# block 1

--- config.mk ---
export PLATFORM = sky130hd
export DESIGN_NAME = sepe_dup_stream
export DESIGN_NICKNAME = d
export VERILOG_FILES = /design/src/rtl/sepe_dup_stream.sv
export SDC_FILE = /design/constraint.sdc
export NUM_CORES = 1
export LEC_CHECK = 0
export CAP_MARGIN = 5
export CORE_ASPECT_RATIO = 1.4
export CORE_MARGIN = 2
export CORE_UTILIZATION = 35
export DETAILED_ROUTE_END_ITERATION = 7
export PLACE_DENSITY = 0.61
export SYNTH_ARGS = -nofsm -noshare
export SYNTH_HDL_FRONTEND = slang
export SYNTH_SLANG_ARGS = --single-unit
--- constraint.sdc ---
create_clock -name clk -period 7.7 [get_ports clk]
set_input_delay 1.54 -clock clk [delete_from_list [all_inputs] [get_ports clk]]
set_output_delay 1.54 -clock clk [all_outputs]
set_load 0.02 [all_outputs]
--- src/rtl/sepe_dup_stream.sv ---
// ----------------------------------------------------------------------------
// sepe_dup_stream
//   Fetch-side original/duplicate instruction stream for SEPE-QED.
//   Originals go straight into the output queue while their precomputed
//   duplicates are buffered in a dup queue. A registered ORIG/DUP mode FSM
//   decides when buffered duplicates are replayed into the output queue.
//   The decode-side consumer pulls words through out_rd; the head is
//   first-word-fall-through and reads as NOP_INSN whenever no pull succeeds.
//
//   Optional feature (macro SEPE_DUP_AUTO_EN): dup occupancy at or above
//   AUTO_THRESH also forces ORIG->DUP, independent of exe_dup.
// ----------------------------------------------------------------------------
module sepe_dup_stream #(
  parameter int                INSN_W      = 32,
  parameter int                DUP_DEPTH   = 8,
  parameter int                OUT_DEPTH   = 16,
  parameter logic [INSN_W-1:0] NOP_INSN    = INSN_W'(32'h0000_0013),
  parameter int                AUTO_THRESH = 6,
  localparam int               DC_W        = $clog2(DUP_DEPTH + 1),
  localparam int               OC_W        = $clog2(OUT_DEPTH + 1)
) (
  input  logic              clk,
  input  logic              rstn,
  input  logic              in_valid,
  input  logic [INSN_W-1:0] in_insn,
  input  logic [INSN_W-1:0] in_dup_insn,
  output logic              in_ready,
  input  logic              exe_dup,
  input  logic              out_rd,
  output logic [INSN_W-1:0] out_rdata,
  output logic              out_empty,
  output logic [DC_W-1:0]   dup_count,
  output logic [OC_W-1:0]   out_count,
  output logic              mode
);

  localparam int DP_W = $clog2(DUP_DEPTH);
  localparam int OP_W = $clog2(OUT_DEPTH);

  // Elaboration-time parameter legality checks.
  if ((DUP_DEPTH < 2) || ((DUP_DEPTH & (DUP_DEPTH - 1)) != 0)) begin : g_bad_dup_depth
    $error("DUP_DEPTH must be a power of two >= 2");
  end
  if ((OUT_DEPTH < 2) || ((OUT_DEPTH & (OUT_DEPTH - 1)) != 0)) begin : g_bad_out_depth
    $error("OUT_DEPTH must be a power of two >= 2");
  end
  if ((AUTO_THRESH < 1) || (AUTO_THRESH > DUP_DEPTH)) begin : g_bad_auto_thresh
    $error("AUTO_THRESH must lie in 1..DUP_DEPTH");
  end

  typedef enum logic {
    MODE_ORIG = 1'b0,
    MODE_DUP  = 1'b1
  } mode_e;

  // State
  mode_e             r_mode;
  logic [INSN_W-1:0] r_dup_mem [DUP_DEPTH];
  logic [INSN_W-1:0] r_out_mem [OUT_DEPTH];
  logic [DP_W-1:0]   r_dup_wr_ptr;
  logic [DP_W-1:0]   r_dup_rd_ptr;
  logic [OP_W-1:0]   r_out_wr_ptr;
  logic [OP_W-1:0]   r_out_rd_ptr;
  logic [DC_W-1:0]   r_dup_count;
  logic [OC_W-1:0]   r_out_count;

  // Combinational control
  mode_e             w_mode_next;
  logic              w_out_full;
  logic              w_dup_full;
  logic              w_out_empty;
  logic              w_dup_empty;
  logic              w_is_nop;
  logic              w_auto_trip;
  logic              w_orig_push;
  logic              w_replay;
  logic              w_out_push;
  logic              w_out_pop;
  logic [INSN_W-1:0] w_out_wdata;

  // Status comes only from registered counts: no same-cycle bypass.
  assign w_out_full  = (r_out_count == OC_W'(OUT_DEPTH));
  assign w_dup_full  = (r_dup_count == DC_W'(DUP_DEPTH));
  assign w_out_empty = (r_out_count == '0);
  assign w_dup_empty = (r_dup_count == '0);
  assign w_is_nop    = (in_insn == NOP_INSN);

`ifdef SEPE_DUP_AUTO_EN
  assign w_auto_trip = (r_dup_count >= DC_W'(AUTO_THRESH));
`else
  assign w_auto_trip = 1'b0;
`endif

  // Next mode plus per-cycle push/replay/accept decisions for the current mode.
  always_comb begin
    // NOTE: every output of this block gets a default first, so no path can
    // leave one unassigned and infer a latch.
    w_mode_next = r_mode;
    w_orig_push = 1'b0;
    w_replay    = 1'b0;
    in_ready    = 1'b0;
    if (rstn) begin
      case (r_mode)
        MODE_ORIG: begin
          w_orig_push = in_valid & ~w_is_nop & ~w_out_full & ~w_dup_full;
          // NOPs are swallowed: accepted but never written.
          in_ready    = w_is_nop | w_orig_push;
          if (exe_dup || w_auto_trip) begin
            w_mode_next = MODE_DUP;
          end
        end
        MODE_DUP: begin
          w_replay = ~w_dup_empty & ~w_out_full;
          // Stay in DUP until every buffered duplicate has been replayed.
          if (!exe_dup && w_dup_empty) begin
            w_mode_next = MODE_ORIG;
          end
        end
        default: w_mode_next = MODE_ORIG;
      endcase
    end
  end

  // The output queue has a single writer per cycle: originals in ORIG mode,
  // replayed duplicates in DUP mode.
  assign w_out_push  = w_orig_push | w_replay;
  assign w_out_wdata = w_replay ? r_dup_mem[r_dup_rd_ptr] : in_insn;
  assign w_out_pop   = rstn & out_rd & ~w_out_empty;

  // Mode register.
  always_ff @(posedge clk) begin
    // NOTE: sequential state uses non-blocking assignments so every register
    // samples pre-edge values regardless of statement order.
    if (!rstn) begin
      r_mode <= MODE_ORIG;
    end else begin
      r_mode <= w_mode_next;
    end
  end

  // Pointers and occupancy counts for both queues.
  always_ff @(posedge clk) begin
    if (!rstn) begin
      r_dup_wr_ptr <= '0;
      r_dup_rd_ptr <= '0;
      r_out_wr_ptr <= '0;
      r_out_rd_ptr <= '0;
      r_dup_count  <= '0;
      r_out_count  <= '0;
    end else begin
      if (w_orig_push) begin
        r_dup_wr_ptr <= r_dup_wr_ptr + DP_W'(1);
      end
      if (w_replay) begin
        r_dup_rd_ptr <= r_dup_rd_ptr + DP_W'(1);
      end
      if (w_out_push) begin
        r_out_wr_ptr <= r_out_wr_ptr + OP_W'(1);
      end
      if (w_out_pop) begin
        r_out_rd_ptr <= r_out_rd_ptr + OP_W'(1);
      end

      // Dup push and replay never coincide: they belong to different modes.
      if (w_orig_push) begin
        r_dup_count <= r_dup_count + DC_W'(1);
      end else if (w_replay) begin
        r_dup_count <= r_dup_count - DC_W'(1);
      end

      case ({w_out_push, w_out_pop})
        2'b10:   r_out_count <= r_out_count + OC_W'(1);
        2'b01:   r_out_count <= r_out_count - OC_W'(1);
        default: r_out_count <= r_out_count;
      endcase
    end
  end

  // Queue storage writes.
  always_ff @(posedge clk) begin
    // NOTE: storage arrays are deliberately not reset; the pointers and counts
    // define validity, and stale words are never observable.
    if (w_orig_push) begin
      r_dup_mem[r_dup_wr_ptr] <= in_dup_insn;
    end
    if (w_out_push) begin
      r_out_mem[r_out_wr_ptr] <= w_out_wdata;
    end
  end

  // Outputs
  assign out_rdata = w_out_pop ? r_out_mem[r_out_rd_ptr] : NOP_INSN;
  assign out_empty = ~rstn | w_out_empty;
  assign dup_count = r_dup_count;
  assign out_count = r_out_count;
  assign mode      = (r_mode == MODE_DUP);

endmodule

# block 2

<file path="src/rtl/fpu_pkg.sv">
`default_nettype none
// ============================================================================
//  Module   : fpu_pkg
//  Purpose  : Shared widths, rounding-mode encoding and IEEE-754 single
//             special constants for the floating-point datapath blocks.
//  Revision : 1.0  initial release
// ============================================================================
package fpu_pkg;

    localparam int EXP_W  = 8;
    localparam int FRAC_W = 23;
    localparam int MANT_W = 27;   // hidden bit + fraction + guard/round/sticky

    typedef enum logic [1:0] {
        RM_NEAREST = 2'd0,
        RM_ZERO    = 2'd1,
        RM_PINF    = 2'd2,
        RM_NINF    = 2'd3
    } rmode_t;

    localparam logic [31:0] QNAN    = 32'h7FC0_0000;
    localparam logic [31:0] INF_P   = 32'h7F80_0000;
    localparam logic [31:0] INF_N   = 32'hFF80_0000;
    localparam logic [31:0] MAX_FIN = 32'h7F7F_FFFF;

endpackage
`default_nettype wire

</file>
<file path="src/rtl/fasu_lzc.sv">
`default_nettype none
// ============================================================================
//  Module   : fasu_lzc
//  Purpose  : Combinational leading-zero counter for the 27-bit mantissa.
//             An all-zero input reports 27.
//  Ports    : value  in  27  word to examine
//             count  out  5  number of leading zeros above the first set bit
//  Revision : 1.0  initial release
// ============================================================================
module fasu_lzc (
    input  logic [26:0] value,
    output logic [4:0]  count
);

    // Ascending scan: the last set bit seen is the most significant one.
    always_comb begin
        count = 5'd27;
        for (int i = 0; i < 27; i++) begin
            if (value[i]) begin
                count = 5'(26 - i);
            end
        end
    end

endmodule
`default_nettype wire

</file>
<file path="src/rtl/fasu_post.sv">
`default_nettype none
// ============================================================================
//  Module   : fasu_post
//  Purpose  : Add/subtract post-processing for single precision: aligned
//             mantissa add/sub (S1), normalisation (S2), round and pack (S3).
//             Three-stage pipeline with valid/ready flow control; a stall
//             freezes every stage together.
//  Ports    : clk, reset           clock, asynchronous active-high reset
//             in_valid / in_ready  operand handshake
//             rmode                rounding mode (rmode_t encoding)
//             fracta_in, fractb_in aligned mantissas, fracta_in >= fractb_in
//             exp_in               larger operand exponent
//             sign_in, fasu_op_in, zero_sign_in
//                                  result sign, 1=add, sign for exact zero
//             out_valid / out_ready result handshake
//             out_result           IEEE-754 single result
//             out_ine/ovf/unf/zero inexact, overflow, underflow, zero flags
//  Revision : 1.0  initial release
// ============================================================================
module fasu_post
    import fpu_pkg::*;
(
    input  logic                clk,
    input  logic                reset,
    input  logic                in_valid,
    output logic                in_ready,
    input  logic [1:0]          rmode,
    input  logic [MANT_W-1:0]   fracta_in,
    input  logic [MANT_W-1:0]   fractb_in,
    input  logic [EXP_W-1:0]    exp_in,
    input  logic                sign_in,
    input  logic                fasu_op_in,
    input  logic                zero_sign_in,
    output logic                out_valid,
    input  logic                out_ready,
    output logic [31:0]         out_result,
    output logic                out_ine,
    output logic                out_ovf,
    output logic                out_unf,
    output logic                out_zero
);

    // The whole pipe moves as one: a held output stalls everything upstream.
    logic w_adv;
    assign w_adv    = out_ready | ~out_valid;
    assign in_ready = w_adv;

    // ---------------- S1: add / subtract ----------------
    logic          r_v1, r_sign1, r_zsign1, r_inf1;
    logic [27:0]   r_sum1;
    logic [8:0]    r_e1;
    rmode_t        r_rm1;

    always_ff @(posedge clk or posedge reset) begin
        if (reset) begin
            r_v1     <= 1'b0;
            r_sum1   <= '0;
            r_e1     <= '0;
            r_sign1  <= 1'b0;
            r_zsign1 <= 1'b0;
            r_inf1   <= 1'b0;
            r_rm1    <= RM_NEAREST;
        end else if (w_adv) begin
            r_v1     <= in_valid;
            r_sum1   <= fasu_op_in ? ({1'b0, fracta_in} + {1'b0, fractb_in})
                                   : ({1'b0, fracta_in} - {1'b0, fractb_in});
            // Denormal inputs carry an effective exponent of 1.
            r_e1     <= (exp_in == '0) ? 9'd1 : {1'b0, exp_in};
            r_sign1  <= sign_in;
            r_zsign1 <= zero_sign_in;
            r_inf1   <= (exp_in == 8'hFF);
            r_rm1    <= rmode_t'(rmode);
        end
    end

    // ---------------- S2: normalise ----------------
    logic [4:0]    w_lz;
    logic [4:0]    w_shamt;
    logic [8:0]    w_emax;
    logic [26:0]   w_mant2;
    logic [8:0]    w_e2;

    fasu_lzc u_lzc (
        .value (r_sum1[26:0]),
        .count (w_lz)
    );

    always_comb begin
        w_shamt = 5'd0;
        w_emax  = r_e1 - 9'd1;
        w_mant2 = r_sum1[26:0];
        w_e2    = r_e1;
        if (r_sum1[27]) begin
            // Carry out: shift right one, keeping the dropped bit as sticky.
            w_mant2 = {r_sum1[27:2], r_sum1[1] | r_sum1[0]};
            w_e2    = r_e1 + 9'd1;
        end else begin
            // Never shift below exponent 1; anything left over is denormal.
            if ({4'd0, w_lz} < w_emax) begin
                w_shamt = w_lz;
            end else begin
                w_shamt = w_emax[4:0];
            end
            w_mant2 = r_sum1[26:0] << w_shamt;
            w_e2    = r_e1 - {4'd0, w_shamt};
        end
    end

    logic          r_v2, r_sign2, r_zsign2, r_inf2, r_zero2;
    logic [26:0]   r_mant2;
    logic [8:0]    r_e2;
    rmode_t        r_rm2;

    always_ff @(posedge clk or posedge reset) begin
        if (reset) begin
            r_v2     <= 1'b0;
            r_mant2  <= '0;
            r_e2     <= '0;
            r_sign2  <= 1'b0;
            r_zsign2 <= 1'b0;
            r_inf2   <= 1'b0;
            r_zero2  <= 1'b0;
            r_rm2    <= RM_NEAREST;
        end else if (w_adv) begin
            r_v2     <= r_v1;
            r_mant2  <= w_mant2;
            r_e2     <= w_e2;
            r_sign2  <= r_sign1;
            r_zsign2 <= r_zsign1;
            r_inf2   <= r_inf1;
            r_zero2  <= (r_sum1 == '0);
            r_rm2    <= r_rm1;
        end
    end

    // ---------------- S3: round and pack ----------------
    logic          w_grs, w_inc, w_ine, w_ovf, w_unf, w_zero, w_to_inf;
    logic [24:0]   w_rnd;
    logic [9:0]    w_fexp;
    logic [31:0]   w_res;

    always_comb begin
        w_grs = |r_mant2[2:0];
        w_inc = 1'b0;
        unique case (r_rm2)
            RM_NEAREST: w_inc = r_mant2[2] & (r_mant2[1] | r_mant2[0] | r_mant2[3]);
            RM_ZERO:    w_inc = 1'b0;
            RM_PINF:    w_inc = ~r_sign2 & w_grs;
            RM_NINF:    w_inc =  r_sign2 & w_grs;
            default:    w_inc = 1'b0;
        endcase
        w_rnd = {1'b0, r_mant2[26:3]} + {24'd0, w_inc};
        // A denormal that rounds into bit 23 becomes exponent 1; a normal
        // that carries out of bit 23 bumps the exponent (fraction is zero).
        if (!r_mant2[26]) begin
            w_fexp = {9'd0, w_rnd[23]};
        end else begin
            w_fexp = {1'b0, r_e2} + {9'd0, w_rnd[24]};
        end
        w_to_inf = (r_rm2 == RM_NEAREST) | ((r_rm2 == RM_PINF) & ~r_sign2)
                 | ((r_rm2 == RM_NINF) & r_sign2);

        w_res  = {r_sign2, w_fexp[7:0], w_rnd[22:0]};
        w_ine  = w_grs;
        w_ovf  = 1'b0;
        w_unf  = (w_fexp == 10'd0) & w_grs;
        w_zero = (w_fexp == 10'd0) & (w_rnd[22:0] == '0);

        if (r_inf2) begin
            w_res  = {r_sign2, 8'hFF, 23'd0};
            w_ine  = 1'b0;
            w_unf  = 1'b0;
            w_zero = 1'b0;
        end else if (r_zero2) begin
            w_res  = {r_zsign2, 31'd0};
            w_ine  = 1'b0;
            w_unf  = 1'b0;
            w_zero = 1'b1;
        end else if (w_fexp >= 10'd255) begin
            w_res  = w_to_inf ? {r_sign2, INF_P[30:0]} : {r_sign2, MAX_FIN[30:0]};
            w_ine  = 1'b1;
            w_ovf  = 1'b1;
            w_unf  = 1'b0;
            w_zero = 1'b0;
        end
    end

    always_ff @(posedge clk or posedge reset) begin
        if (reset) begin
            out_valid  <= 1'b0;
            out_result <= '0;
            out_ine    <= 1'b0;
            out_ovf    <= 1'b0;
            out_unf    <= 1'b0;
            out_zero   <= 1'b0;
        end else if (w_adv) begin
            out_valid <= r_v2;
            if (r_v2) begin
                out_result <= w_res;
                out_ine    <= w_ine;
                out_ovf    <= w_ovf;
                out_unf    <= w_unf;
                out_zero   <= w_zero;
            end
        end
    end

endmodule
`default_nettype wire

</file>
<file path="config.mk">
export PLATFORM = sky130hd
export DESIGN_NAME = fasu_post
export DESIGN_NICKNAME = d
export VERILOG_FILES = /design/src/rtl/fpu_pkg.sv /design/src/rtl/fasu_lzc.sv /design/src/rtl/fasu_post.sv
export SDC_FILE = /design/constraint.sdc
export NUM_CORES = 1
export LEC_CHECK = 0
export CAP_MARGIN = 5
export CORE_ASPECT_RATIO = 1.2
export CORE_UTILIZATION = 25
export CTS_BUF_LIST = sky130_fd_sc_hd__clkbuf_4 sky130_fd_sc_hd__clkbuf_8
export CTS_CLUSTER_SIZE = 30
export DETAILED_ROUTE_END_ITERATION = 8
export PLACE_DENSITY = 0.49
export SYNTH_ARGS = -nofsm -noshare
export SYNTH_HDL_FRONTEND = slang
export SYNTH_SLANG_ARGS = --single-unit
</file>
<file path="constraint.sdc">
create_clock -name clk -period 9.7 [get_ports clk]
set_clock_uncertainty 0.15 [all_clocks]
set_input_delay 1.94 -clock clk [delete_from_list [all_inputs] [get_ports clk]]
set_output_delay 1.94 -clock clk [all_outputs]
set_load 0.02 [all_outputs]
</file>
# block 3

**config.mk**
```make
export PLATFORM = sky130hd
export DESIGN_NAME = tpu_result_drain
export DESIGN_NICKNAME = d
export VERILOG_FILES = /design/src/rtl/tpu_result_drain.sv
export SDC_FILE = /design/constraint.sdc
export NUM_CORES = 1
export LEC_CHECK = 0
export ABC_AREA = 1
export CAP_MARGIN = 10
export CORE_MARGIN = 1
export CORE_UTILIZATION = 23
export DETAILED_ROUTE_END_ITERATION = 6
export PLACE_DENSITY = 0.45
export SYNTH_ARGS = -nofsm -noshare
export SYNTH_HDL_FRONTEND = slang
export SYNTH_SLANG_ARGS = --single-unit
```
**constraint.sdc**
```tcl
create_clock -name clk -period 2.2 [get_ports clk]
set_input_delay 0.22 -clock clk [delete_from_list [all_inputs] [get_ports clk]]
set_output_delay 0.22 -clock clk [all_outputs]
set_load 0.01 [all_outputs]
```
**src/rtl/tpu_result_drain.sv**
```systemverilog
// Result drain for the TPU array: snapshots acc_in LAT cycles after start, then streams
// the N lanes over valid/ready. Define TPU_DRAIN_SATURATE_EN to clip lanes instead of truncating.
module tpu_result_drain #(
    parameter int N         = 4,
    parameter int ACC_WIDTH = 24,
    parameter int OUT_WIDTH = 16,
    parameter int LAT       = 5
) (
    input  logic                   clk,
    input  logic                   rst,
    input  logic                   start,
    input  logic [N*ACC_WIDTH-1:0] acc_in,
    output logic                   out_valid,
    input  logic                   out_ready,
    output logic [OUT_WIDTH-1:0]   out_data,
    output logic [$clog2(N)-1:0]   out_col,
    output logic                   out_last,
    output logic                   out_sat,
    output logic                   busy,
    output logic                   overrun
);
    localparam int PW = $clog2(N);
    localparam int CW = (LAT > 1) ? $clog2(LAT) : 1;

    typedef enum logic [1:0] {
        S_IDLE  = 2'd0,
        S_WAIT  = 2'd1,
        S_DRAIN = 2'd2
    } state_t;

    state_t                 state_q, state_d;
    logic [CW-1:0]          cnt_q, cnt_d;
    logic [PW-1:0]          ptr_q, ptr_d;
    logic [N*ACC_WIDTH-1:0] snap_q, snap_d;
    logic                   overrun_q, overrun_d;
    logic                   last_s;
    logic                   hs_s;
`ifdef TPU_DRAIN_SATURATE_EN
    logic [ACC_WIDTH-1:0]   lane_s;
`endif

    assign last_s  = (ptr_q == PW'(N - 1));
    assign busy    = (state_q != S_IDLE);
    assign overrun = overrun_q;

    // Output word view of the current snapshot lane; everything reads zero outside DRAIN
    always_comb begin
        out_valid = (state_q == S_DRAIN);
        out_data  = '0;
        out_col   = '0;
        out_last  = 1'b0;
        out_sat   = 1'b0;
`ifdef TPU_DRAIN_SATURATE_EN
        lane_s    = snap_q[ptr_q*ACC_WIDTH +: ACC_WIDTH];
`endif
        if (out_valid) begin
            out_col  = ptr_q;
            out_last = last_s;
`ifdef TPU_DRAIN_SATURATE_EN
            // Any bit above OUT_WIDTH means the lane does not fit and is clipped
            if ((lane_s >> OUT_WIDTH) != '0) begin
                out_data = '1;
                out_sat  = 1'b1;
            end else begin
                out_data = lane_s[OUT_WIDTH-1:0];
                out_sat  = 1'b0;
            end
`else
            out_data = snap_q[ptr_q*ACC_WIDTH +: OUT_WIDTH];
`endif
        end else begin
            out_data = '0;
        end
    end

    // Next-state logic for the collection FSM, counter, lane pointer and snapshot
    always_comb begin
        state_d   = state_q;
        cnt_d     = cnt_q;
        ptr_d     = ptr_q;
        snap_d    = snap_q;
        overrun_d = overrun_q;
        hs_s      = out_valid && out_ready;
        case (state_q)
            S_IDLE: begin
                if (start) begin
                    state_d = S_WAIT;
                    cnt_d   = CW'(LAT - 1);
                end else begin
                    state_d = S_IDLE;
                end
            end
            S_WAIT: begin
                if (start) begin
                    overrun_d = 1'b1;
                end else begin
                    overrun_d = overrun_q;
                end
                if (cnt_q == '0) begin
                    snap_d  = acc_in;
                    ptr_d   = '0;
                    state_d = S_DRAIN;
                end else begin
                    cnt_d = cnt_q - CW'(1);
                end
            end
            S_DRAIN: begin
                // A start coinciding with the final handshake chains the next collection
                if (hs_s && last_s) begin
                    ptr_d = '0;
                    if (start) begin
                        state_d = S_WAIT;
                        cnt_d   = CW'(LAT - 1);
                    end else begin
                        state_d = S_IDLE;
                    end
                end else begin
                    if (hs_s) begin
                        ptr_d = ptr_q + PW'(1);
                    end else begin
                        ptr_d = ptr_q;
                    end
                    if (start) begin
                        overrun_d = 1'b1;
                    end else begin
                        overrun_d = overrun_q;
                    end
                end
            end
            default: begin
                state_d = S_IDLE;
            end
        endcase
    end

    // State registers with synchronous reset
    always_ff @(posedge clk) begin
        if (rst) begin
            state_q   <= S_IDLE;
            cnt_q     <= '0;
            ptr_q     <= '0;
            snap_q    <= '0;
            overrun_q <= 1'b0;
        end else begin
            state_q   <= state_d;
            cnt_q     <= cnt_d;
            ptr_q     <= ptr_d;
            snap_q    <= snap_d;
            overrun_q <= overrun_d;
        end
    end

endmodule

```

==> layout pictures side by side <==
Placed cells, one colour a class.
shot_01.png
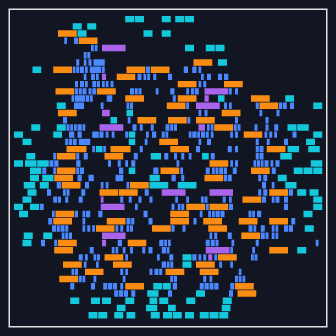
shot_02.png
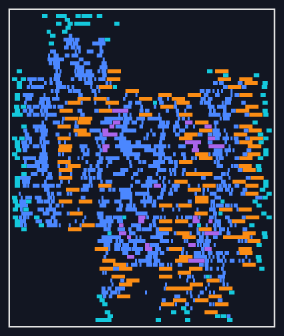
shot_03.png
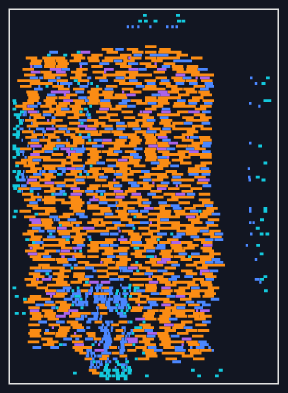
| picture | from |
|---|---|
| shot_01.png | block 3 |
| shot_03.png | block 1 |
| shot_02.png | block 2 |

Key to shot_03.png:
remaining logic cells: marked blue, cells 521. remaining buffers and delay cells: marked cyan, cells 181. registers: marked orange, cells 799. clock drivers and dummy loads: marked purple, cells 125.

==> block_3/clock_nets.png <==
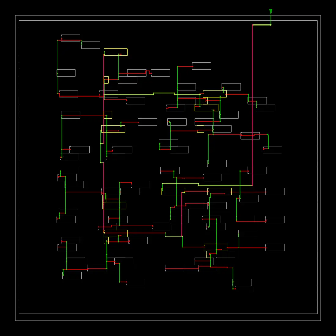
flip-flops: 72
clock latency on the worst-skew pair: 330 ps
total clock buffers created by CTS: 9
clock buffer count in the final layout: 10
sink count of the clock tree: 72

==> impl_metrics.json, block 3 <==
{
  "synth_adder_area_share_pct": 1.19,
  "fmax_mhz": 491,
  "clock_power_share_pct": 33.5,
  "met1_length_um": 4920,
  "seq-cell-share_pct": 31.7,
  "total_core_area_mm2": 0.0133,
  "run_status": "completed",
  "repair_and_plain_buffers": 101,
  "post-route-min-period_ps": 2040,
  "post_synth_instance_area_mm2": 0.00315,
  "layout_stage_area_growth_over_the_synthesis_result_pct": 44.5,
  "largest_registers": "snap_q x64, cnt_q x3",
  "globalRouteMet1Util_pct": 19.9,
  "vias": 3175,
  "cp.required_ps": 1980,
  "grt_setup_unrepaired": "false",
  "clock_skew_ps": 7.70,
  "mux_area_share_pct": 0,
  "fill_cells": 1449,
  "comb.multi_input.count": 350
}
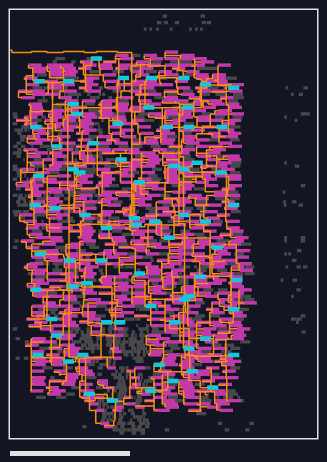
(block_1/clock_wires.png)
Bar = 100 µm.
clock-net drivers: marked cyan, count 71. flip-flops: marked magenta, count 799. clock wires: marked orange, length 8700 µm.
There are 72 routed clock nets.

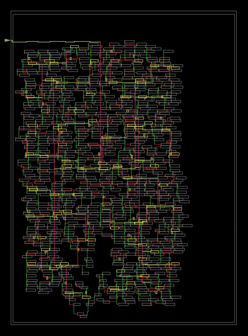
(block_1/clock_nets.png)
maximum clock skew at final layout: 23.8 ps
sink count of the clock tree: 799
clock buffer count in the final layout: 90
clock distribution power: 0.00350 W
clock latency on the worst-skew pair: 620 ps

==> impl_metrics.json, block 1 <==
{
  "gr-usage-met2_pct": 26.5,
  "critical_path.top_delay_family": "buffers and inverters",
  "cp.required_ps": 6160,
  "max-clock-path-buffers": 3,
  "ys_area_mm2": 0.0312,
  "hold_slack_ps": 491,
  "path_class": "in -> out",
  "power_density_mw_per_mm2": 279,
  "post_cts.repair.setup_buffers": 0,
  "floorplan.nets": 1478,
  "remaining_drc_errors": 0,
  "ys.flop_type": "sky130_fd_sc_hd__edfxtp_1",
  "cp_num_cells": 5,
  "setup_slack_ps": 1780,
  "post_synth_instance_area_mm2": 0.0312,
  "globalRouteMet1Util_pct": 19.1,
  "critPathLaunch": "in_insn[18]",
  "met1_length_um": 28100,
  "synth_adder_area_share_pct": 0.585,
  "wire_length_of_the_first_global_routing_pass_um": 102000,
  "run_status": "completed",
  "layout_worst_path_cycle_share_pct": 76.9,
  "synthTopCellsByArea": "sky130_fd_sc_hd__edfxtp_1 74%, sky130_fd_sc_hd__mux4_2 15%, sky130_fd_sc_hd__dfxtp_1 2.0%"
}
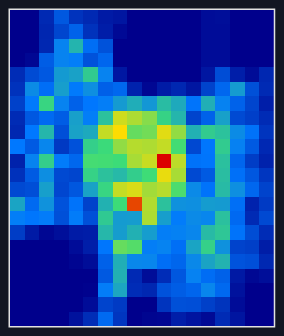
(block_2/route_heat.png)
The die is cut into 18 by 22 equal tiles; dark blue is low, red is high, scaled to the fullest tile. Values are wire area over tile area, all layers added.
The emptiest ninth of the die: lower left. The densest ninth of the die: centre. 23% of the tiles are nearly empty. The mean over all tiles is 0.11. The fullest tile reaches 0.54.
overall track demand over capacity in global routing: 14.5%
average wire per cell in the routed design: 16.1 µm
total wire length: 28000 µm
total via count in the routed design: 8636

==> impl_metrics.json, block 2 <==
{
  "crit_path_cell_trace": "clkdlybuf4s50_1, or3_1, nor4_1, a21oi_1, xor2_1, ha_1, nand4_1, nor2_1, inv_1, o221a_2, nand2b_1, a2111oi_0, nor3_1, o41ai_1, a21oi_1, xor2_1, o21ai_0",
  "net_switching_power_w": 0.00167,
  "post-route-min-period_ps": 6330,
  "wire_length_of_the_first_global_routing_pass_um": 46200,
  "registers.top_by_ff_count": "out_result",
  "drive_above_1_share_pct": 6.94,
  "grt.met3_usage_pct": 2.22,
  "final_antenna_net_count": 0,
  "remaining_drc_errors": 0,
  "hold_slack_ps": 319,
  "synth-xor-area-share_pct": 7.60,
  "mux_area_share_pct": 8.30,
  "hold_depth": 2,
  "comb.multi_input.count": 949,
  "gp_routability_congestion": 0.860,
  "synth_cell_type_count": 70,
  "run_status": "completed",
  "count_of_port_buffers_added_during_placement": 108,
  "report.power.total_w": 0.00362,
  "final-max-slew-violation-count": 0,
  "std_cell_rows": 78,
  "top_area_cell": "sky130_fd_sc_hd__dfrtp_1",
  "detailedRoute.firstPassIterationCount": 5,
  "layoutNonFillerInstCount": 1733,
  "synthTopCellsByArea": "sky130_fd_sc_hd__dfrtp_1 32%, sky130_fd_sc_hd__nand2_1 7.0%, sky130_fd_sc_hd__ha_1 6.2%",
  "cts_tree": "built",
  "floorplan.nets": 1296
}


## Gallery

Metal 4.
Plate I
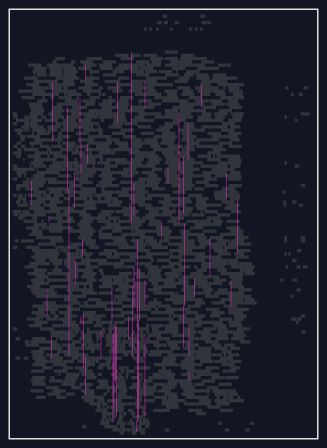
Plate II
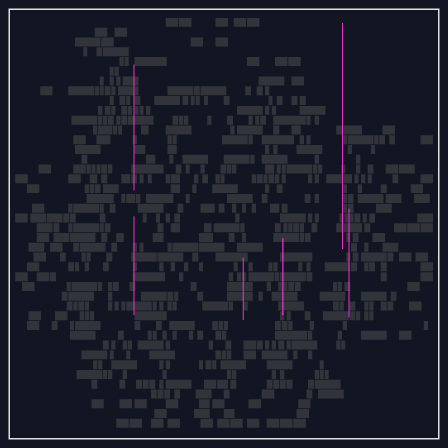
Plate III
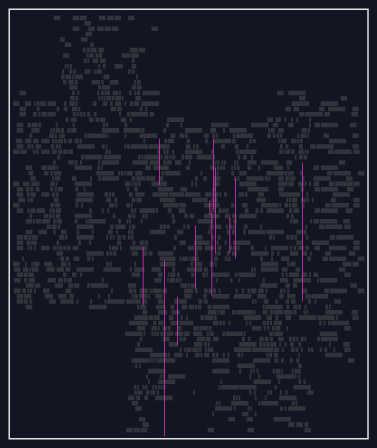
| from | picture |
|---|---|
| block 1 | Plate I |
| block 2 | Plate III |
| block 3 | Plate II |

No activity file was given, so power comes from the tool's default toggle rates.
